# block 1

### config.mk
export PLATFORM = sky130hd
export DESIGN_NAME = cmac_pkt_gen_flat
export DESIGN_NICKNAME = d
export VERILOG_FILES = /design/src/rtl/cmac_pkt_gen_if.sv /design/src/rtl/cmac_pkt_gen.sv /design/src/flat_wrapper.sv
export SDC_FILE = /design/constraint.sdc
export NUM_CORES = 1
export LEC_CHECK = 0
export CAP_MARGIN = 20
export CORE_AREA = 3 3 251 253
export CTS_BUF_LIST = sky130_fd_sc_hd__clkbuf_8
export DETAILED_ROUTE_END_ITERATION = 8
export DIE_AREA = 0 0 254 256
export GPL_ROUTABILITY_DRIVEN = 0
export GPL_TIMING_DRIVEN = 0
export HOLD_SLACK_MARGIN = 0.1
export PLACE_DENSITY = 0.54
export SLEW_MARGIN = 20
export SYNTH_ARGS = -nofsm -noshare
export SYNTH_HDL_FRONTEND = slang
export SYNTH_SLANG_ARGS = --single-unit
### constraint.sdc
create_clock -name cmac_clk -period 4 [get_ports cmac_clk]
set_input_delay 1.2 -clock cmac_clk [delete_from_list [all_inputs] [get_ports cmac_clk]]
set_output_delay 1.2 -clock cmac_clk [all_outputs]
set_load 0.02 [all_outputs]
### src/rtl/cmac_pkt_gen_if.sv
// rtl/cmac_pkt_gen_if.sv - per-port AXI-Stream bundle for the CMAC packet generator
interface cmac_pkt_gen_if #(
  parameter int NUM_PORT = 1,
  parameter int DATA_W   = 512
);
  localparam int BYTES = DATA_W / 8;

  logic [NUM_PORT-1:0]        m_axis_tvalid;
  logic [NUM_PORT-1:0]        m_axis_tready;
  logic [NUM_PORT-1:0]        m_axis_tlast;
  logic [NUM_PORT-1:0]        m_axis_tuser_err;
  logic [NUM_PORT*DATA_W-1:0] m_axis_tdata;
  logic [NUM_PORT*BYTES-1:0]  m_axis_tkeep;

  modport master (
    output m_axis_tvalid, m_axis_tlast, m_axis_tuser_err, m_axis_tdata, m_axis_tkeep,
    input  m_axis_tready
  );

  modport slave (
    input  m_axis_tvalid, m_axis_tlast, m_axis_tuser_err, m_axis_tdata, m_axis_tkeep,
    output m_axis_tready
  );
endinterface

### src/rtl/cmac_pkt_gen.sv
// rtl/cmac_pkt_gen.sv - multi-port AXI-Stream test packet generator
module cmac_pkt_gen #(
  parameter int DATA_W      = 512,
  parameter int NUM_PORT    = 1,
  parameter int MIN_PKT_LEN = 64,
  parameter int MAX_PKT_LEN = 1518
) (
  input  logic                     cmac_clk,
  input  logic                     cmac_rstn,
  input  logic [NUM_PORT-1:0]      start,
  input  logic [NUM_PORT-1:0]      stop,
  input  logic [15:0]              cfg_pkt_len,
  input  logic [15:0]              cfg_pkt_count,
  input  logic [7:0]               cfg_ipg,
  input  logic [7:0]               cfg_err_every,
  cmac_pkt_gen_if.master           axis,
  output logic [NUM_PORT-1:0]      busy,
  output logic [NUM_PORT-1:0]      done,
  output logic [NUM_PORT*16-1:0]   pkt_sent
);
  localparam int BYTES = DATA_W / 8;
  localparam int BW    = $clog2(BYTES);

  typedef enum logic [1:0] {IDLE, SEND, GAP, FIN} state_t;

  // Starts are ignored on the first edge after reset release.
  logic rdy;
  always_ff @(posedge cmac_clk or negedge cmac_rstn) begin
    if (!cmac_rstn) rdy <= 1'b0;
    else            rdy <= 1'b1;
  end

  logic [15:0] len_clamp;
  logic [15:0] beats_req;
  always_comb begin
    len_clamp = cfg_pkt_len;
    if (cfg_pkt_len < 16'(MIN_PKT_LEN))      len_clamp = 16'(MIN_PKT_LEN);
    else if (cfg_pkt_len > 16'(MAX_PKT_LEN)) len_clamp = 16'(MAX_PKT_LEN);
  end
  assign beats_req = (len_clamp + 16'(BYTES - 1)) >> BW;

  for (genvar p = 0; p < NUM_PORT; p++) begin : g_port
    state_t            state, state_nxt;
    logic [15:0]       beats_q, beat, sent, count_q;
    logic [7:0]        ipg_q, gap_cnt, err_every_q, err_cnt, beat_off;
    logic [BW-1:0]     rem_q;
    logic              stop_seen, valid, last, xfer, run_end, err;
    logic              busy_c, done_c;
    logic [DATA_W-1:0] data;
    logic [BYTES-1:0]  keep, keep_last;

    assign last     = (beat == beats_q - 16'd1);
    assign xfer     = (state == SEND) && axis.m_axis_tready[p];
    assign err      = last && (err_every_q != 8'd0) && (err_cnt == 8'd1);
    assign run_end  = (sent + 16'd1 == count_q) || stop_seen || stop[p];
    assign beat_off = 8'(beat << BW);
    assign keep_last = (rem_q == '0) ? '1 : ~({BYTES{1'b1}} << rem_q);

    always_comb begin
      state_nxt = state;
      valid     = 1'b0;
      busy_c    = 1'b0;
      done_c    = 1'b0;
      case (state)
        IDLE: if (rdy && start[p]) state_nxt = (cfg_pkt_count == 16'd0) ? FIN : SEND;
        SEND: begin
          valid  = 1'b1;
          busy_c = 1'b1;
          if (xfer && last) state_nxt = run_end ? FIN : ((ipg_q != 8'd0) ? GAP : SEND);
        end
        GAP: begin
          busy_c = 1'b1;
          if (stop[p])                state_nxt = FIN;
          else if (gap_cnt == 8'd1)   state_nxt = SEND;
        end
        FIN: begin
          done_c    = 1'b1;
          state_nxt = IDLE;
        end
        default: state_nxt = IDLE;
      endcase
    end

    always_ff @(posedge cmac_clk or negedge cmac_rstn) begin
      if (!cmac_rstn) begin
        state       <= IDLE;
        beats_q     <= '0;
        beat        <= '0;
        sent        <= '0;
        count_q     <= '0;
        ipg_q       <= '0;
        gap_cnt     <= '0;
        err_every_q <= '0;
        err_cnt     <= '0;
        rem_q       <= '0;
        stop_seen   <= 1'b0;
      end else begin
        state <= state_nxt;
        case (state)
          IDLE: if (rdy && start[p]) begin
            beats_q     <= beats_req;
            rem_q       <= len_clamp[BW-1:0];
            count_q     <= cfg_pkt_count;
            ipg_q       <= cfg_ipg;
            err_every_q <= cfg_err_every;
            err_cnt     <= cfg_err_every;
            sent        <= '0;
            beat        <= '0;
            stop_seen   <= stop[p];
          end
          SEND: begin
            if (stop[p]) stop_seen <= 1'b1;
            if (xfer) begin
              if (last) begin
                beat    <= '0;
                sent    <= sent + 16'd1;
                gap_cnt <= ipg_q;
                // Reloading down-counter flags every err_every-th packet.
                err_cnt <= (err_cnt <= 8'd1) ? err_every_q : err_cnt - 8'd1;
              end else begin
                beat <= beat + 16'd1;
              end
            end
          end
          GAP:     gap_cnt <= gap_cnt - 8'd1;
          default: ;
        endcase
      end
    end

    always_comb begin
      data = '0;
      if (valid)
        for (int k = 0; k < BYTES; k++) data[k*8 +: 8] = sent[7:0] + beat_off + 8'(k);
    end
    assign keep = valid ? (last ? keep_last : '1) : '0;

    assign axis.m_axis_tvalid[p]                  = valid;
    assign axis.m_axis_tlast[p]                   = valid && last;
    assign axis.m_axis_tuser_err[p]               = valid && err;
    assign axis.m_axis_tdata[p*DATA_W +: DATA_W]  = data;
    assign axis.m_axis_tkeep[p*BYTES +: BYTES]    = keep;
    assign busy[p]                                = busy_c;
    assign done[p]                                = done_c;
    assign pkt_sent[p*16 +: 16]                   = sent;
  end
endmodule

### src/flat_wrapper.sv
// flat-port wrapper written by rule: the top's interface ports become plain ports
module cmac_pkt_gen_flat 
#(
  parameter int DATA_W      = 512,
  parameter int NUM_PORT    = 1,
  parameter int MIN_PKT_LEN = 64,
  parameter int MAX_PKT_LEN = 1518
)
  (cmac_clk, cmac_rstn, start, stop, cfg_pkt_len, cfg_pkt_count, cfg_ipg, cfg_err_every, busy, done, pkt_sent, axis_m_axis_tvalid, axis_m_axis_tlast, axis_m_axis_tuser_err, axis_m_axis_tdata, axis_m_axis_tkeep, axis_m_axis_tready);
  cmac_pkt_gen_if #(.NUM_PORT(NUM_PORT), .DATA_W(DATA_W)) axis_i ();
  input  logic cmac_clk;
  input  logic cmac_rstn;
  input  logic [NUM_PORT-1:0] start;
  input  logic [NUM_PORT-1:0] stop;
  input  logic [15:0] cfg_pkt_len;
  input  logic [15:0] cfg_pkt_count;
  input  logic [7:0] cfg_ipg;
  input  logic [7:0] cfg_err_every;
  output logic [NUM_PORT-1:0] busy;
  output logic [NUM_PORT-1:0] done;
  output logic [NUM_PORT*16-1:0] pkt_sent;
  output wire logic [$bits(axis_i.m_axis_tvalid)-1:0] axis_m_axis_tvalid;
  output wire logic [$bits(axis_i.m_axis_tlast)-1:0] axis_m_axis_tlast;
  output wire logic [$bits(axis_i.m_axis_tuser_err)-1:0] axis_m_axis_tuser_err;
  output wire logic [$bits(axis_i.m_axis_tdata)-1:0] axis_m_axis_tdata;
  output wire logic [$bits(axis_i.m_axis_tkeep)-1:0] axis_m_axis_tkeep;
  input wire logic [$bits(axis_i.m_axis_tready)-1:0] axis_m_axis_tready;
  assign axis_m_axis_tvalid = axis_i.m_axis_tvalid;
  assign axis_m_axis_tlast = axis_i.m_axis_tlast;
  assign axis_m_axis_tuser_err = axis_i.m_axis_tuser_err;
  assign axis_m_axis_tdata = axis_i.m_axis_tdata;
  assign axis_m_axis_tkeep = axis_i.m_axis_tkeep;
  assign axis_i.m_axis_tready = axis_m_axis_tready;
  cmac_pkt_gen #(.DATA_W(DATA_W), .NUM_PORT(NUM_PORT), .MIN_PKT_LEN(MIN_PKT_LEN), .MAX_PKT_LEN(MAX_PKT_LEN)) u_core (.cmac_clk(cmac_clk), .cmac_rstn(cmac_rstn), .start(start), .stop(stop), .cfg_pkt_len(cfg_pkt_len), .cfg_pkt_count(cfg_pkt_count), .cfg_ipg(cfg_ipg), .cfg_err_every(cfg_err_every), .axis(axis_i), .busy(busy), .done(done), .pkt_sent(pkt_sent));
endmodule
# block 2

$ cat src/rtl/cdb_arbiter_if.sv
// Common data bus arbiter port bundle: per-unit request/tag/grant plus the
// registered CDB broadcast controls and divider occupancy.
interface cdb_arbiter_if #(
  parameter int TAG_W = 6
);
  logic             req_int;
  logic             req_ld;
  logic             req_mult;
  logic             req_div;
  logic [TAG_W-1:0] tag_int;
  logic [TAG_W-1:0] tag_ld;
  logic [TAG_W-1:0] tag_mult;
  logic [TAG_W-1:0] tag_div;
  logic             gnt_int;
  logic             gnt_ld;
  logic             gnt_mult;
  logic             gnt_div;
  logic             cdb_valid;
  logic [3:0]       cdb_sel;
  logic [TAG_W-1:0] cdb_tag;
  logic             div_busy;

  // Issue-queue / execution-unit side.
  modport master (
    output req_int, req_ld, req_mult, req_div,
    output tag_int, tag_ld, tag_mult, tag_div,
    input  gnt_int, gnt_ld, gnt_mult, gnt_div,
    input  cdb_valid, cdb_sel, cdb_tag, div_busy
  );

  // Arbiter side.
  modport slave (
    input  req_int, req_ld, req_mult, req_div,
    input  tag_int, tag_ld, tag_mult, tag_div,
    output gnt_int, gnt_ld, gnt_mult, gnt_div,
    output cdb_valid, cdb_sel, cdb_tag, div_busy
  );
endinterface

$ cat src/rtl/cdb_arbiter.sv
// CDB writeback scheduler. Every grant reserves the future CDB slot its result
// will land in, using a shift pipeline of owner-tagged reservations; slot 0 is
// the registered broadcast (cdb_valid/cdb_sel/cdb_tag).
// Unit latencies: int = 1, ld = 1, mult = MULT_LAT, div = DIV_LAT.
module cdb_arbiter #(
  parameter int MULT_LAT = 4,
  parameter int DIV_LAT  = 7,
  parameter int TAG_W    = 6
) (
  input  logic          clk,
  input  logic          reset_n,
  cdb_arbiter_if.slave  bus
);

  localparam int CNT_W = $clog2(DIV_LAT);
  localparam logic [CNT_W-1:0] DIV_RELOAD = CNT_W'(DIV_LAT - 1);

  typedef enum logic [1:0] {
    U_INT  = 2'd0,
    U_LD   = 2'd1,
    U_MULT = 2'd2,
    U_DIV  = 2'd3
  } unit_e;

  typedef struct packed {
    logic             v;
    unit_e            unit;
    logic [TAG_W-1:0] tag;
  } slot_t;

  // s_q[k] is the broadcast planned k cycles from now.
  slot_t            s_q [1:DIV_LAT];
  slot_t            s_d [1:DIV_LAT];
  slot_t            slot0_d;

  logic             lru_q, lru_d;
  logic [CNT_W-1:0] div_cnt_q, div_cnt_d;
  logic             div_busy_q, div_busy_d;
  logic             cdb_valid_q, cdb_valid_d;
  logic [3:0]       cdb_sel_q, cdb_sel_d;
  logic [TAG_W-1:0] cdb_tag_q, cdb_tag_d;

  logic             gnt_int, gnt_ld, gnt_mult, gnt_div;
  logic             slot1_free;

  // Grant decisions from current state; int and ld share slot 1, LRU breaks ties.
  always_comb begin
    gnt_div    = reset_n & bus.req_div & ~div_busy_q;
    gnt_mult   = reset_n & bus.req_mult & ~s_q[MULT_LAT].v;
    slot1_free = reset_n & ~s_q[1].v;
    gnt_int    = 1'b0;
    gnt_ld     = 1'b0;
    lru_d      = lru_q;
    if (slot1_free) begin
      if (bus.req_int && bus.req_ld) begin
        if (lru_q) begin
          gnt_ld = 1'b1;
          lru_d  = 1'b0;
        end else begin
          gnt_int = 1'b1;
          lru_d   = 1'b1;
        end
      end else begin
        gnt_int = bus.req_int;
        gnt_ld  = bus.req_ld;
      end
    end
  end

  // Shift reservations one slot closer and insert new grants at latency-1.
  // Distinct latencies keep the three insert points apart.
  always_comb begin
    for (int k = 1; k < DIV_LAT; k++) begin
      s_d[k] = s_q[k+1];
    end
    s_d[DIV_LAT] = '0;
    if (gnt_div) begin
      s_d[DIV_LAT-1] = '{v: 1'b1, unit: U_DIV, tag: bus.tag_div};
    end
    if (gnt_mult) begin
      s_d[MULT_LAT-1] = '{v: 1'b1, unit: U_MULT, tag: bus.tag_mult};
    end
  end

  // Next broadcast: slot 1 advances, or a single-cycle int/ld grant fills it.
  always_comb begin
    slot0_d = s_q[1];
    if (gnt_int) begin
      slot0_d = '{v: 1'b1, unit: U_INT, tag: bus.tag_int};
    end else if (gnt_ld) begin
      slot0_d = '{v: 1'b1, unit: U_LD, tag: bus.tag_ld};
    end
    cdb_valid_d = slot0_d.v;
    cdb_sel_d   = 4'b0000;
    if (slot0_d.v) begin
      case (slot0_d.unit)
        U_INT:   cdb_sel_d = 4'b1000;
        U_DIV:   cdb_sel_d = 4'b0100;
        U_MULT:  cdb_sel_d = 4'b0010;
        default: cdb_sel_d = 4'b0001;
      endcase
    end
    cdb_tag_d = slot0_d.v ? slot0_d.tag : cdb_tag_q;
  end

  // Divider occupancy timer: reload on grant, count down to zero.
  always_comb begin
    div_cnt_d = div_cnt_q;
    if (gnt_div) begin
      div_cnt_d = DIV_RELOAD;
    end else if (div_cnt_q != '0) begin
      div_cnt_d = div_cnt_q - 1'b1;
    end
    div_busy_d = (div_cnt_d != '0);
  end

  // State registers; reset discards every in-flight reservation.
  always_ff @(posedge clk or negedge reset_n) begin
    if (!reset_n) begin
      for (int k = 1; k <= DIV_LAT; k++) begin
        s_q[k] <= '0;
      end
      lru_q       <= 1'b0;
      div_cnt_q   <= '0;
      div_busy_q  <= 1'b0;
      cdb_valid_q <= 1'b0;
      cdb_sel_q   <= 4'b0000;
      cdb_tag_q   <= '0;
    end else begin
      for (int k = 1; k <= DIV_LAT; k++) begin
        s_q[k] <= s_d[k];
      end
      lru_q       <= lru_d;
      div_cnt_q   <= div_cnt_d;
      div_busy_q  <= div_busy_d;
      cdb_valid_q <= cdb_valid_d;
      cdb_sel_q   <= cdb_sel_d;
      cdb_tag_q   <= cdb_tag_d;
    end
  end

  assign bus.gnt_int   = gnt_int;
  assign bus.gnt_ld    = gnt_ld;
  assign bus.gnt_mult  = gnt_mult;
  assign bus.gnt_div   = gnt_div;
  assign bus.cdb_valid = cdb_valid_q;
  assign bus.cdb_sel   = cdb_sel_q;
  assign bus.cdb_tag   = cdb_tag_q;
  assign bus.div_busy  = div_busy_q;

endmodule

$ cat src/flat_wrapper.sv
// flat-port wrapper written by rule: the top's interface ports become plain ports
module cdb_arbiter_flat 
#(
  parameter int MULT_LAT = 4,
  parameter int DIV_LAT  = 7,
  parameter int TAG_W    = 6
)
  (clk, reset_n, bus_req_int, bus_req_ld, bus_req_mult, bus_req_div, bus_tag_int, bus_tag_ld, bus_tag_mult, bus_tag_div, bus_gnt_int, bus_gnt_ld, bus_gnt_mult, bus_gnt_div, bus_cdb_valid, bus_cdb_sel, bus_cdb_tag, bus_div_busy);
  cdb_arbiter_if #(.TAG_W(TAG_W)) bus_i ();
  input  logic clk;
  input  logic reset_n;
  input wire logic [$bits(bus_i.req_int)-1:0] bus_req_int;
  input wire logic [$bits(bus_i.req_ld)-1:0] bus_req_ld;
  input wire logic [$bits(bus_i.req_mult)-1:0] bus_req_mult;
  input wire logic [$bits(bus_i.req_div)-1:0] bus_req_div;
  input wire logic [$bits(bus_i.tag_int)-1:0] bus_tag_int;
  input wire logic [$bits(bus_i.tag_ld)-1:0] bus_tag_ld;
  input wire logic [$bits(bus_i.tag_mult)-1:0] bus_tag_mult;
  input wire logic [$bits(bus_i.tag_div)-1:0] bus_tag_div;
  output wire logic [$bits(bus_i.gnt_int)-1:0] bus_gnt_int;
  output wire logic [$bits(bus_i.gnt_ld)-1:0] bus_gnt_ld;
  output wire logic [$bits(bus_i.gnt_mult)-1:0] bus_gnt_mult;
  output wire logic [$bits(bus_i.gnt_div)-1:0] bus_gnt_div;
  output wire logic [$bits(bus_i.cdb_valid)-1:0] bus_cdb_valid;
  output wire logic [$bits(bus_i.cdb_sel)-1:0] bus_cdb_sel;
  output wire logic [$bits(bus_i.cdb_tag)-1:0] bus_cdb_tag;
  output wire logic [$bits(bus_i.div_busy)-1:0] bus_div_busy;
  assign bus_i.req_int = bus_req_int;
  assign bus_i.req_ld = bus_req_ld;
  assign bus_i.req_mult = bus_req_mult;
  assign bus_i.req_div = bus_req_div;
  assign bus_i.tag_int = bus_tag_int;
  assign bus_i.tag_ld = bus_tag_ld;
  assign bus_i.tag_mult = bus_tag_mult;
  assign bus_i.tag_div = bus_tag_div;
  assign bus_gnt_int = bus_i.gnt_int;
  assign bus_gnt_ld = bus_i.gnt_ld;
  assign bus_gnt_mult = bus_i.gnt_mult;
  assign bus_gnt_div = bus_i.gnt_div;
  assign bus_cdb_valid = bus_i.cdb_valid;
  assign bus_cdb_sel = bus_i.cdb_sel;
  assign bus_cdb_tag = bus_i.cdb_tag;
  assign bus_div_busy = bus_i.div_busy;
  cdb_arbiter #(.MULT_LAT(MULT_LAT), .DIV_LAT(DIV_LAT), .TAG_W(TAG_W)) u_core (.clk(clk), .reset_n(reset_n), .bus(bus_i));
endmodule
$ cat config.mk
export PLATFORM = sky130hd
export DESIGN_NAME = cdb_arbiter_flat
export DESIGN_NICKNAME = d
export VERILOG_FILES = /design/src/rtl/cdb_arbiter_if.sv /design/src/rtl/cdb_arbiter.sv /design/src/flat_wrapper.sv
export SDC_FILE = /design/constraint.sdc
export NUM_CORES = 1
export LEC_CHECK = 0
export ABC_CLOCK_PERIOD_IN_PS = 5900
export CORE_MARGIN = 8
export CORE_UTILIZATION = 34
export CTS_CLUSTER_SIZE = 24
export DETAILED_ROUTE_END_ITERATION = 8
export PLACE_DENSITY_LB_ADDON = 0.15
export SYNTH_ARGS = -nofsm -noshare
export SYNTH_HDL_FRONTEND = slang
export SYNTH_SLANG_ARGS = --single-unit
$ cat constraint.sdc
create_clock -name clk -period 5.9 [get_ports clk]
set_input_delay 1.77 -clock clk [delete_from_list [all_inputs] [get_ports clk]]
set_output_delay 1.77 -clock clk [all_outputs]
set_load 0.005 [all_outputs]
# block 3

**config.mk**
```make
export PLATFORM = sky130hd
export DESIGN_NAME = pea_ctx_sequencer
export DESIGN_NICKNAME = d
export VERILOG_FILES = /design/src/rtl/pea_ctx_sequencer.sv
export SDC_FILE = /design/constraint.sdc
export NUM_CORES = 2
export LEC_CHECK = 0
export ABC_AREA = 1
export CORE_MARGIN = 2
export CORE_UTILIZATION = 40
export DETAILED_ROUTE_END_ITERATION = 16
export GPL_ROUTABILITY_DRIVEN = 0
export GPL_TIMING_DRIVEN = 0
export PLACE_DENSITY = 0.67
export SYNTH_ARGS = -nofsm -noshare
export SYNTH_HDL_FRONTEND = slang
export SYNTH_SLANG_ARGS = --single-unit
export TNS_END_PERCENT = 30
```
**constraint.sdc**
```tcl
create_clock -name clk_i -period 3.15 [get_ports clk_i]
set_input_delay 0.63 -clock clk_i [delete_from_list [all_inputs] [get_ports clk_i]]
set_output_delay 0.63 -clock clk_i [all_outputs]
set_load 0.01 [all_outputs]
```
**src/rtl/pea_ctx_sequencer.sv**
```systemverilog
// Context sequencer for the PE array: stores N_CTX contexts (one control word per PE
// plus an iteration count) and plays the selected ones onto the PE control buses.

module pea_ctx_lane #(
   parameter int N_CTX = 4,
   parameter int W     = 16,
   parameter int CTX_W = 2
) (
   input  logic             clk_i,
   input  logic             rst_n_i,
   input  logic             we_i,
   input  logic [CTX_W-1:0] wctx_i,
   input  logic [W-1:0]     wdata_i,
   input  logic             load_i,
   input  logic [CTX_W-1:0] lsel_i,
   input  logic             clr_i,
   output logic [W-1:0]     ctrl_o
);
   logic [N_CTX-1:0][W-1:0] mem_q;

   // Load reads the pre-write contents, so a same-cycle write is seen on the next load.
   always_ff @(posedge clk_i or negedge rst_n_i) begin
      if (!rst_n_i) begin
         mem_q  <= '0;
         ctrl_o <= '0;
      end else begin
         if (we_i) mem_q[wctx_i] <= wdata_i;
         if (clr_i)       ctrl_o <= '0;
         else if (load_i) ctrl_o <= mem_q[lsel_i];
      end
   end
endmodule

module pea_ctx_sequencer #(
   parameter int N_PE          = 16,
   parameter int N_CFG_BITS_PE = 16,
   parameter int N_CTX         = 4,
   parameter int ITER_W        = 16,
   parameter int DRAIN_CYCLES  = 4,
   localparam int CTX_W        = $clog2(N_CTX),
   localparam int PE_W         = $clog2(N_PE)
) (
   input  logic                                    clk_i,
   input  logic                                    rst_n_i,
   input  logic                                    cfg_we_i,
   input  logic [CTX_W-1:0]                        cfg_ctx_i,
   input  logic [PE_W-1:0]                         cfg_pe_i,
   input  logic [N_CFG_BITS_PE-1:0]                cfg_word_i,
   input  logic                                    cfg_iter_we_i,
   input  logic [ITER_W-1:0]                       cfg_iter_i,
   output logic                                    cfg_err_o,
   input  logic                                    start_i,
   input  logic [CTX_W:0]                          n_ctx_i,
   input  logic                                    abort_i,
   input  logic                                    pea_ready_i,
   input  logic                                    pea_valid_i,
   output logic [N_PE-1:0][N_CFG_BITS_PE-1:0]      ctrl_pe_o,
   output logic [CTX_W-1:0]                        ctx_idx_o,
   output logic [ITER_W-1:0]                       iter_cnt_o,
   output logic                                    busy_o,
   output logic                                    done_o
);
   localparam int DW = (DRAIN_CYCLES > 1) ? $clog2(DRAIN_CYCLES) : 1;
   localparam logic [CTX_W:0] MAX_CTX = (CTX_W+1)'(N_CTX);
   localparam logic [DW-1:0]  DRAIN_LD = DW'(DRAIN_CYCLES - 1);

   typedef enum logic [1:0] {IDLE, RUN, DRAIN} state_t;

   typedef struct packed {
      logic                     we;
      logic                     iter_we;
      logic [CTX_W-1:0]         ctx;
      logic [PE_W-1:0]          pe;
      logic [N_CFG_BITS_PE-1:0] word;
      logic [ITER_W-1:0]        iter;
   } cfg_req_t;

   cfg_req_t                       cfg_req;
   state_t                         state_q, state_d;
   logic [CTX_W-1:0]               ctx_q, ctx_d;
   logic [ITER_W-1:0]              iter_q, iter_d;
   logic [DW-1:0]                  drain_q, drain_d;
   logic [CTX_W:0]                 nctx_q, nctx_d;
   logic                           done_d, busy_d, err_d;
   logic [N_CTX-1:0][ITER_W-1:0]   iter_mem_q;
   logic [ITER_W-1:0]              cur_cnt;
   logic                           wr_ok, beat, last_ctx;
   logic                           load, clr;
   logic [CTX_W-1:0]               lsel;
   logic [N_PE-1:0]                lane_we;

   assign cfg_req = '{we: cfg_we_i, iter_we: cfg_iter_we_i, ctx: cfg_ctx_i,
                      pe: cfg_pe_i, word: cfg_word_i, iter: cfg_iter_i};

   assign wr_ok    = (state_q == IDLE);
   assign beat     = pea_valid_i && pea_ready_i;
   assign cur_cnt  = iter_mem_q[ctx_q];
   assign last_ctx = ({1'b0, ctx_q} == (nctx_q - (CTX_W+1)'(1)));
   assign err_d    = !wr_ok && (cfg_req.we || cfg_req.iter_we);

   always_comb begin
      for (int i = 0; i < N_PE; i++)
         lane_we[i] = wr_ok && cfg_req.we && (cfg_req.pe == PE_W'(i));
   end

   for (genvar g = 0; g < N_PE; g++) begin : g_lane
      pea_ctx_lane #(
         .N_CTX (N_CTX),
         .W     (N_CFG_BITS_PE),
         .CTX_W (CTX_W)
      ) u_lane (
         .clk_i   (clk_i),
         .rst_n_i (rst_n_i),
         .we_i    (lane_we[g]),
         .wctx_i  (cfg_req.ctx),
         .wdata_i (cfg_req.word),
         .load_i  (load),
         .lsel_i  (lsel),
         .clr_i   (clr),
         .ctrl_o  (ctrl_pe_o[g])
      );
   end

   always_comb begin
      state_d = state_q;
      ctx_d   = ctx_q;
      iter_d  = iter_q;
      drain_d = drain_q;
      nctx_d  = nctx_q;
      done_d  = 1'b0;
      load    = 1'b0;
      clr     = 1'b0;
      lsel    = ctx_q;
      if (abort_i) begin
         state_d = IDLE;
         clr     = 1'b1;
         ctx_d   = '0;
         iter_d  = '0;
         drain_d = '0;
      end else begin
         unique case (state_q)
            IDLE: begin
               if (start_i) begin
                  if (n_ctx_i == '0) begin
                     done_d = 1'b1;
                  end else begin
                     state_d = RUN;
                     load    = 1'b1;
                     lsel    = '0;
                     ctx_d   = '0;
                     iter_d  = '0;
                     nctx_d  = (n_ctx_i > MAX_CTX) ? MAX_CTX : n_ctx_i;
                  end
               end
            end
            RUN: begin
               iter_d = iter_q + ITER_W'(beat);
               // Count 0 leaves after a single cycle; otherwise the final beat exits.
               if (cur_cnt == '0 || (beat && iter_q == cur_cnt - ITER_W'(1))) begin
                  state_d = DRAIN;
                  clr     = 1'b1;
                  drain_d = DRAIN_LD;
               end
            end
            DRAIN: begin
               if (drain_q == '0) begin
                  if (last_ctx) begin
                     state_d = IDLE;
                     done_d  = 1'b1;
                  end else begin
                     state_d = RUN;
                     ctx_d   = ctx_q + CTX_W'(1);
                     lsel    = ctx_q + CTX_W'(1);
                     load    = 1'b1;
                     iter_d  = '0;
                  end
               end else begin
                  drain_d = drain_q - DW'(1);
               end
            end
            default: state_d = IDLE;
         endcase
      end
      busy_d = (state_d != IDLE);
   end

   always_ff @(posedge clk_i or negedge rst_n_i) begin
      if (!rst_n_i) begin
         state_q    <= IDLE;
         ctx_q      <= '0;
         iter_q     <= '0;
         drain_q    <= '0;
         nctx_q     <= '0;
         done_o     <= 1'b0;
         busy_o     <= 1'b0;
         cfg_err_o  <= 1'b0;
         iter_mem_q <= '0;
      end else begin
         state_q   <= state_d;
         ctx_q     <= ctx_d;
         iter_q    <= iter_d;
         drain_q   <= drain_d;
         nctx_q    <= nctx_d;
         done_o    <= done_d;
         busy_o    <= busy_d;
         cfg_err_o <= err_d;
         if (wr_ok && cfg_req.iter_we) iter_mem_q[cfg_req.ctx] <= cfg_req.iter;
      end
   end

   assign ctx_idx_o  = ctx_q;
   assign iter_cnt_o = iter_q;
endmodule

```
# block 4

[config.mk]
export PLATFORM = sky130hd
export DESIGN_NAME = input_debouncer
export DESIGN_NICKNAME = d
export VERILOG_FILES = /design/src/rtl/input_debouncer.sv
export SDC_FILE = /design/constraint.sdc
export NUM_CORES = 1
export LEC_CHECK = 0
export ABC_AREA = 0
export CORE_AREA = 5 5 42 44
export DETAILED_ROUTE_END_ITERATION = 6
export DIE_AREA = 0 0 47 49
export GPL_TIMING_DRIVEN = 0
export SYNTH_ARGS = -nofsm -noshare
export SYNTH_HDL_FRONTEND = slang
export SYNTH_SLANG_ARGS = --single-unit
export TNS_END_PERCENT = 10
[constraint.sdc]
create_clock -name clk -period 2.1 [get_ports clk]
set_input_delay 0.21 -clock clk [delete_from_list [all_inputs] [get_ports clk]]
set_output_delay 0.21 -clock clk [all_outputs]
set_load 0.02 [all_outputs]
[src/rtl/input_debouncer.sv]
// -----------------------------------------------------------------------------
// input_debouncer
//
// Conditions a raw, asynchronous level before it reaches downstream gating
// logic. The raw input is first brought into the clk domain through a
// multi-flop synchroniser. A small qualifier then requires the synchronised
// level to differ from the current output for FILTER_CYCLES consecutive
// enabled cycles before the output follows it. Shorter excursions are
// discarded. Every instance is fully independent.
//
// Parameters:
//   SYNC_STAGES   number of synchroniser flops (2..4)
//   FILTER_CYCLES consecutive cycles a new level must persist (1..255)
//   RESET_VALUE   reset level of the synchroniser chain and of out_a
//
// Ports:
//   clk       rising-edge clock
//   rst_n     asynchronous, active-low reset
//   in_a      raw asynchronous input level
//   in_en     filter enable; 0 freezes the qualifier and out_a
//   out_a     debounced level
//   out_rise  one-cycle pulse in the cycle out_a first shows 1
//   out_fall  one-cycle pulse in the cycle out_a first shows 0
//   out_busy  high while a level change is being qualified
//
// Qualifier states:
//   state    | meaning
//   ---------+------------------------------------------------------------
//   ST_IDLE  | synchronised level matches out_a, nothing pending
//   ST_COUNT | synchronised level differs from out_a, counting persistence
//
// Every output is driven directly by a flop, so there is no combinational
// path from any input to any output.
// -----------------------------------------------------------------------------
module input_debouncer #(
    parameter int unsigned SYNC_STAGES   = 2,
    parameter int unsigned FILTER_CYCLES = 4,
    parameter bit          RESET_VALUE   = 1'b0
) (
    input  logic clk,
    input  logic rst_n,
    input  logic in_a,
    input  logic in_en,
    output logic out_a,
    output logic out_rise,
    output logic out_fall,
    output logic out_busy
);

    // Counter only needs to reach FILTER_CYCLES-1. It never wraps because the
    // terminal compare always sends the FSM back to ST_IDLE first.
    localparam int unsigned CNT_W = ($clog2(FILTER_CYCLES) > 1) ? $clog2(FILTER_CYCLES) : 1;
    localparam logic [CNT_W-1:0] CNT_TERM = CNT_W'(FILTER_CYCLES - 1);

    typedef enum logic {
        ST_IDLE  = 1'b0,
        ST_COUNT = 1'b1
    } state_t;

    // -------------------------------------------------------------------------
    // Synchroniser. It runs whatever in_en is doing, so that on re-enable the
    // qualifier compares against an up-to-date level.
    // -------------------------------------------------------------------------
    logic [SYNC_STAGES-1:0] sync_q;
    logic                   sync_level;

    always_ff @(posedge clk or negedge rst_n) begin
        if (!rst_n) begin
            sync_q <= {SYNC_STAGES{RESET_VALUE}};
        end else begin
            sync_q <= {sync_q[SYNC_STAGES-2:0], in_a};
        end
    end

    assign sync_level = sync_q[SYNC_STAGES-1];

    // -------------------------------------------------------------------------
    // Qualifier FSM: state register
    // -------------------------------------------------------------------------
    state_t           state_q, state_d;
    logic [CNT_W-1:0] cnt_q, cnt_d;
    logic             level_q, level_d;
    logic             rise_q, rise_d;
    logic             fall_q, fall_d;
    logic             busy_q, busy_d;

    always_ff @(posedge clk or negedge rst_n) begin
        if (!rst_n) begin
            state_q <= ST_IDLE;
            cnt_q   <= '0;
            level_q <= RESET_VALUE;
            rise_q  <= 1'b0;
            fall_q  <= 1'b0;
            busy_q  <= 1'b0;
        end else begin
            state_q <= state_d;
            cnt_q   <= cnt_d;
            level_q <= level_d;
            rise_q  <= rise_d;
            fall_q  <= fall_d;
            busy_q  <= busy_d;
        end
    end

    // -------------------------------------------------------------------------
    // Qualifier FSM: next state and outputs. With in_en low every value holds
    // and the pulses drop, so counting resumes from the held count later.
    // -------------------------------------------------------------------------
    always_comb begin
        state_d = state_q;
        cnt_d   = cnt_q;
        level_d = level_q;
        rise_d  = 1'b0;
        fall_d  = 1'b0;

        if (in_en) begin
            unique case (state_q)
                ST_IDLE: begin
                    if (sync_level == level_q) begin
                        cnt_d = '0;
                    end else if (FILTER_CYCLES == 1) begin
                        // A single-cycle filter accepts the new level on first sight.
                        level_d = sync_level;
                        rise_d  = sync_level;
                        fall_d  = ~sync_level;
                        cnt_d   = '0;
                    end else begin
                        cnt_d   = CNT_W'(1);
                        state_d = ST_COUNT;
                    end
                end

                ST_COUNT: begin
                    if (sync_level == level_q) begin
                        // The level went back before it qualified, so treat it as a glitch.
                        cnt_d   = '0;
                        state_d = ST_IDLE;
                    end else if (cnt_q == CNT_TERM) begin
                        level_d = sync_level;
                        rise_d  = sync_level;
                        fall_d  = ~sync_level;
                        cnt_d   = '0;
                        state_d = ST_IDLE;
                    end else begin
                        cnt_d = cnt_q + 1'b1;
                    end
                end

                default: begin
                    cnt_d   = '0;
                    state_d = ST_IDLE;
                end
            endcase
        end

        busy_d = (state_d == ST_COUNT);
    end

    assign out_a    = level_q;
    assign out_rise = rise_q;
    assign out_fall = fall_q;
    assign out_busy = busy_q;

endmodule

**Block 1: routing congestion**

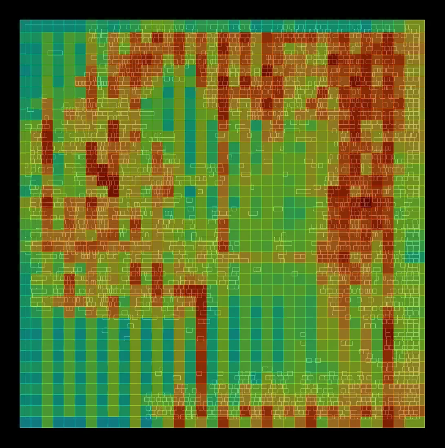
busiest grt layer: met2
WL/cell: 22.7 um
GRT Util Overall: 0.218
met3 Use GR: 0.0364
fin util: 0.370

==> results.yml, block 1 <==
# flow metrics
cells_and_area:
  seq_share: 0.111
  nClkBuffers: 9
floorplan:
  pin_count: 650
  core-area_sq_um: 61300
  nWellTaps: 790
sta:
  final_hold_viol_count: 0
  worst_slack_ns: -0.564
  setup_viol: 65
outcome:
  status: "complete, but fails checks"
  violations: "setup timing"
synth:
  top_cell: "buf_4"
setup_path:
  r2r_slack_ns: 0.32
  cp_num_buf_inv: 4
power:
  p_clk_mw: 0.743
  power_frac_clock: 0.040
grt:
  grt_pass1_wl_um: 104000
detailed_routing:
  drtPass1Iterations: 6
==> block 1: metrics by stage <==
step / cells / util / total power, mW
2_1_floorplan: 1758 / - / 9.96
3_3_place_gp: 3197 / 0.332 / 17.0
3_5_place_dp: 3200 / 0.332 / 17.1
4_1_cts: 3290 / 0.365 / 18.4
5_1_grt: 3304 / 0.370 / 19.4
6_report: 3304 / 0.370 / 18.4
==> block 1: metal layers <==
layer	wire length (um)	up-vias
li1	-	7090
met2	38300	582
met5	0	-
met4	2460	0
met1	29900	7384
met3	4450	88
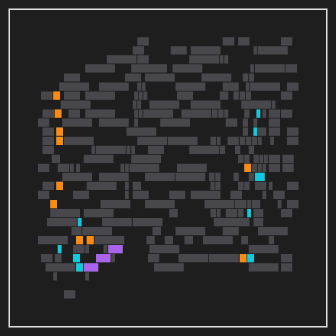
**Above:** block 2 (selected gate families).
colour	family	cells
orange	AND and OR gates	10
cyan	NOR gates	9
purple	adder and majority cells	3

**Block 2: close-up of the layout**

Scale bar: 10 um. Region (11, 11) to (36, 36) um. Cells in grey, sequential cells in the stronger grey; small squares are vias.
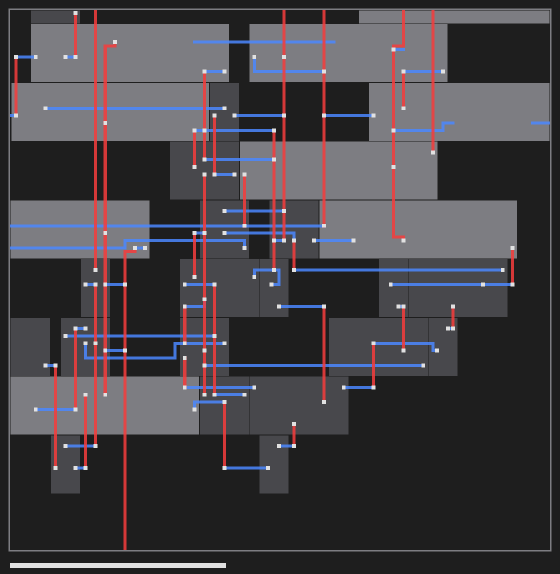
colour	layer
red	met2
blue	met1
sequential cells in the window	8
cells with their middle in the window	26
most frequent	dfrtp_1 (8), inv_1 (4), ha_1 (3)
netlist names of flops here include	`u_core.s_d` (4), `u_core.div_cnt_q` (3)

==> results.yml, block 2 <==
# flow metrics
cells_and_area:
  final_cells: 311
  diodes: 0
  fillers: 562
grt:
  overflow: 0
  grt_pass1_wl_um: 6600
power:
  p_sw_frac: 0.238
  power_frac_clock: 0.385
  combPwrFrac: 0.157
  p_clk_mw: 0.416
  intPower_mw: 0.823
  vdd_drop_max_mv: 0.210
sta:
  clock_skew_ns: 0.00457
  fin_crit_ns: 5.38
synth:
  synth-xor-area-share: 0.00823
  topCellsByArea: "dfrtp_1 (72%), nand2_1 (6.5%), a21oi_1 (4.2%)"
  ys_chip_area_sq_um: 2130
  syn_area_sq_um: 2130
  syn_avg_cell_area_sq_um: 12.0
  fp_nets: 210
  ys_top_logic_family: "simple AND/OR/NAND/NOR gates"
  top_area_frac: 0.717
  synthCells: 177
outcome:
  status: "complete, no violations"
floorplan:
  fp_util: 0.343
  core-area_sq_um: 6200
  rows: 29
min_path:
  worstHoldPathType: "flop to flop"
  min_path_cells: 0
clocking:
  post_cts_resized: 0
  numClockSinks: 61
  cts.htree.levels: 3
  cts_hold_buf: 0
  path_clk_slew_ns: 0.06
placement:
  placed_cells: 295
detailed_routing:
  drt_iter0_markers: 30
  vias_per_cell: 4.36
setup_path:
  critPathLaunchType: "primary input"
  end_kind: "primary output"
==> block 2: per-layer routing <==
layer  track usage  vias up  wire length, um
li1              -      664                -
met3        0.0638        6              373
met2         0.146       45             1690
met5             0        -                0
met1         0.108      641             1690
met4        0.0429        0               51
==> block 2: worst max-delay path: stages <==
cell and delay (ns):
clkdlybuf4s50_1 0.55, nor2b_2 0.25, or3_1 0.45, inv_1 0.09, clkdlybuf4s50_1 0.50
==> block 2: cell type report <==
class	count	share of cell area
multi-input combinational	99	0.179
tap	77	0.0334
timing repair buffer	49	0.165
sequential	61	0.530
clock buffer	11	0.0525
inverter	9	0.0117
clock inverter	5	0.0286
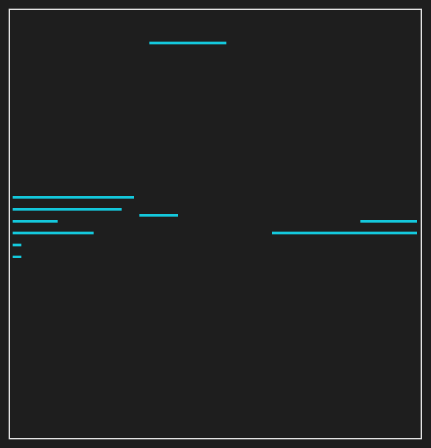
**Above:** block 4 (met3 routing).
share of all routed wire	12%
wire length on this layer	76.1 um
nets with wire on the layer	9
longest straight run	16.3 um

**Block 4: wires at chosen ports, followed through buffers**

Scale bar: 10 um.
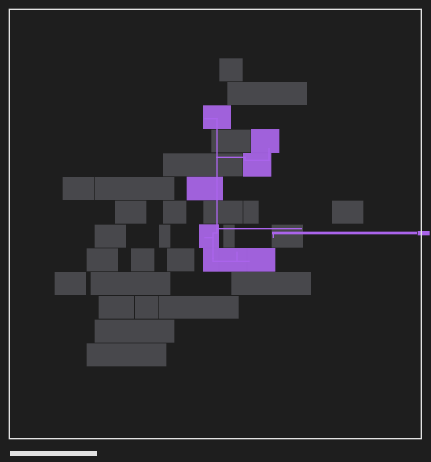
colour	port	bits	direction	edge	end cells	buffers	wire
purple	`in_en`	1	input	east	8	1	58.4 um

==> results.yml, block 4 <==
# flow metrics
synth:
  fp_nets: 30
  yosys_warnings: 0
  synth-xor-area-share: 0.0264
  syn_avg_cell_area_sq_um: 13.8
clocking:
  cts_root_buf: "clkbuf_4"
  cts_buffers: 3
power:
  powerDensity_nw_per_um2: 940
  combPwrFrac: 0.232
  p_comb_mw: 0.0970
sta:
  fin_crit_sh: 0.731
  fmax_mhz: 651
setup_path:
  ff2ff_path_depth: 3
outcome:
  status: "complete, no violations"
cells_and_area:
  layout.nonclk_buf_frac: 0.158
  nClkBuffers: 3
grt:
  track_usage: 0.0661
[block 4: metal layers]
layer	wire, um	track usage
met1	262	0.0745
met2	252	0.0792
met3	76	0.0480
met4	19	0.0553
met5	0	0
[block 4: layout by cell type (no fill, tap or decap)]
cell type        instances
a31o_2                   2
a41o_2                   1
and2b_2                  3
clkbuf_4                 3
clkdlybuf4s50_1          7
dfrtp_1                  8
ha_1                     2
mux2_2                   1
nand2_1                  1
nand3_1                  1
nand4_1                  1
nor2_1                   1
nor3b_1                  1
o21ai_0                  1
xor2_1                   1
**Block 3: routing congestion**

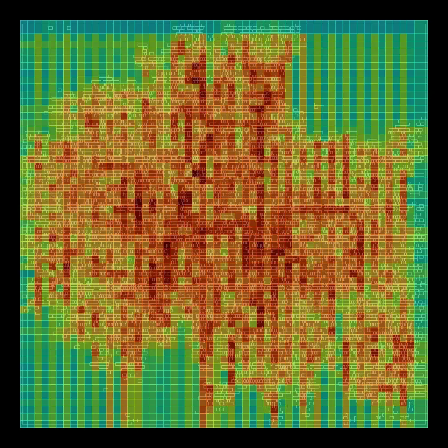
GRT Util Overall: 0.284
fin util: 0.487
Global Route met1 Usage: 0.384
busiest grt layer: met2

==> results.yml, block 3 <==
# flow metrics
power:
  combPwrFrac: 0.143
  powerDensity_nw_per_um2: 623
  p_clk_mw: 17.9
  intPower_mw: 32.2
  power_frac_clock: 0.394
placement:
  io_buffers: 324
  dpl.hpwl_um: 152000
synth:
  topCellsByArea: "dfrtp_1 (57%), nand2_1 (18%), o21ai_0 (11%)"
  synth-xor-area-share: 0.00160
  syn_avg_cell_area_sq_um: 8.16
  top_area_frac: 0.569
  yosys_cells: 7399
sta:
  worst_slack_ns: -0.0760
  setup_viol: 95
  fmax_mhz: 310
  fin_crit_ns: 3.23
  worst_slew_pin_slew_ns: 1.20
  drv_slew: 0
setup_path:
  crit_chain: "inv_1 > ha_1 > nand2_1 > nor3_4 > clkbuf_2 > nand3_1 > clkbuf_1 > nand2_1 > o21ai_0"
  crit_top_cell: "nand2_1"
  end_kind: "flop"
  cp.depth: 9
  reg2reg_from: "state_q[0]$_DFF_PN0_"
  cp_num_buf_inv: 3
  critPathLaunchType: "flop"
  cp_max_fo: 10
cells_and_area:
  clock_cell_area_share: 0.0683
  n_all_inverters: 229
  top_regs: "g_lane.u_lane.mem_q (1024), g_lane.u_lane.ctrl_o (256), iter_mem_q (64)"
  nClkBuffers: 211
outcome:
  status: "complete, but fails checks"
  violations: "setup timing"
min_path:
  min_to: "done_o$_DFF_PN0_"
  hp-start: "abort_i"
floorplan:
  pin_count: 326
  fp_util: 0.403
  rows: 142
clocking:
  cts_root_buf: "clkbuf_16"
  numClockSinks: 1372
  clk_latency_ns: 0.82
grt:
  antenna_found_initial: 11
-- block 3: routing by layer --
layer  vias up  global-route usage  routed length [um]
met4         8               0.126               10400
met1     27010               0.384               89200
li1      24876                   -                   -
met2      3000               0.426               97500
met3       549              0.0764               25400
met5         -                   0                  51
-- block 3: worst reg2reg max path, delay by kind of cell (launching register included) --
family,cells,cell delay (ns)
buf+inv,3,1.00
simple gates,4,1.31
compound gates,1,0.09
fa+ha+maj,1,0.25
flops,1,0.41


==> notes/layouts.md <==
Pictures saved along the way, in no particular order.

Wires at chosen ports, followed through buffers.
shot_01.png
Scale bar: 100 um.
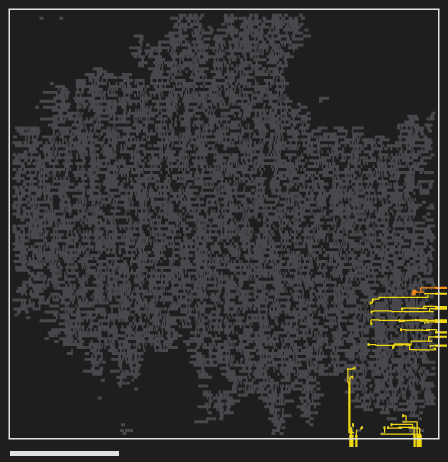
shot_02.png
Scale bar: 100 um.
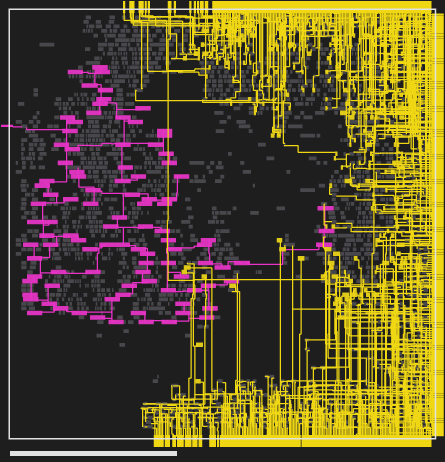
shot_03.png
Scale bar: 20 um.
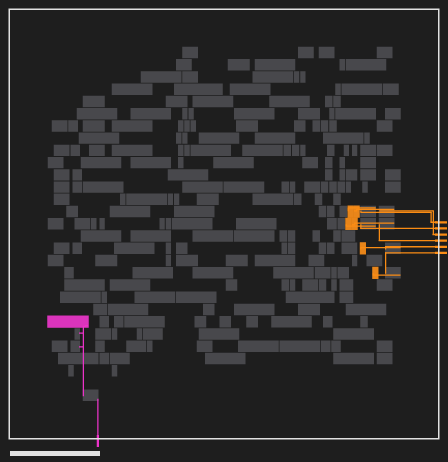
The one with the most cells is shot_01.png.
shot_01.png comes from block 3.
shot_02.png comes from block 1.
shot_03.png comes from block 2.

Key to shot_03.png:
colour	port	bits	direction	edge	end cells	buffers	wire
orange	`bus_tag_int`	6	input	east	6	6	146 um
magenta	`bus_div_busy`	1	output	south	1	1	26.7 um


==> notes/layouts.md <==
Pictures saved along the way, in no particular order.

Sequential cells grouped by signal name.
Plate I
Scale bar: 100 um. Other sequential cells in the stronger grey, the rest of the logic in the fainter grey.
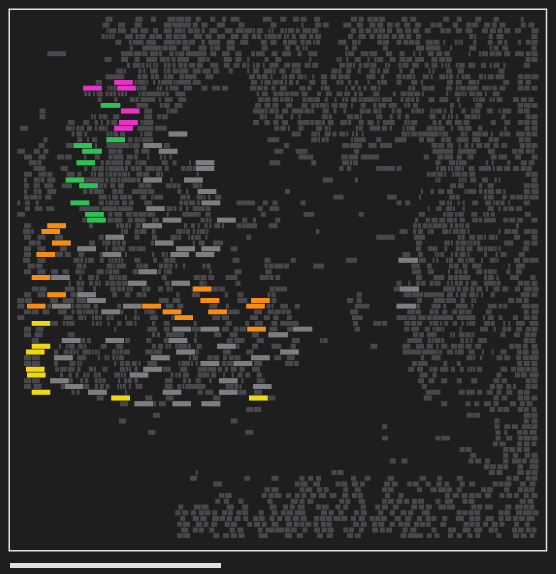
Plate II
Scale bar: 20 um. Other sequential cells in the stronger grey, the rest of the logic in the fainter grey.
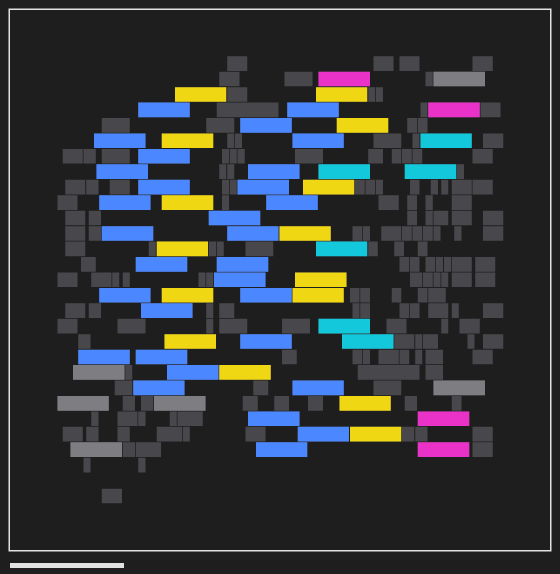
Plate III
Scale bar: 100 um. Other sequential cells in the stronger grey, the rest of the logic in the fainter grey.
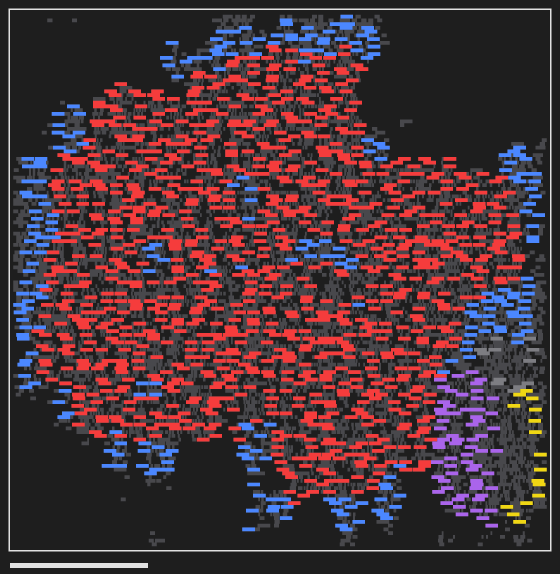
- fewest sequential cells: Plate II
- smallest die: Plate II
- block 1 = Plate I
- block 3 = Plate III
- block 2 = Plate II

Key to Plate II:
colour	signal	placed flops
magenta	`u_core.bus.cdb_sel`	4
yellow	`u_core.s_q`	15
blue	`u_core.s_d`	30
cyan	`u_core.bus.cdb_tag`	6

Power and IR drop assume default switching activity.
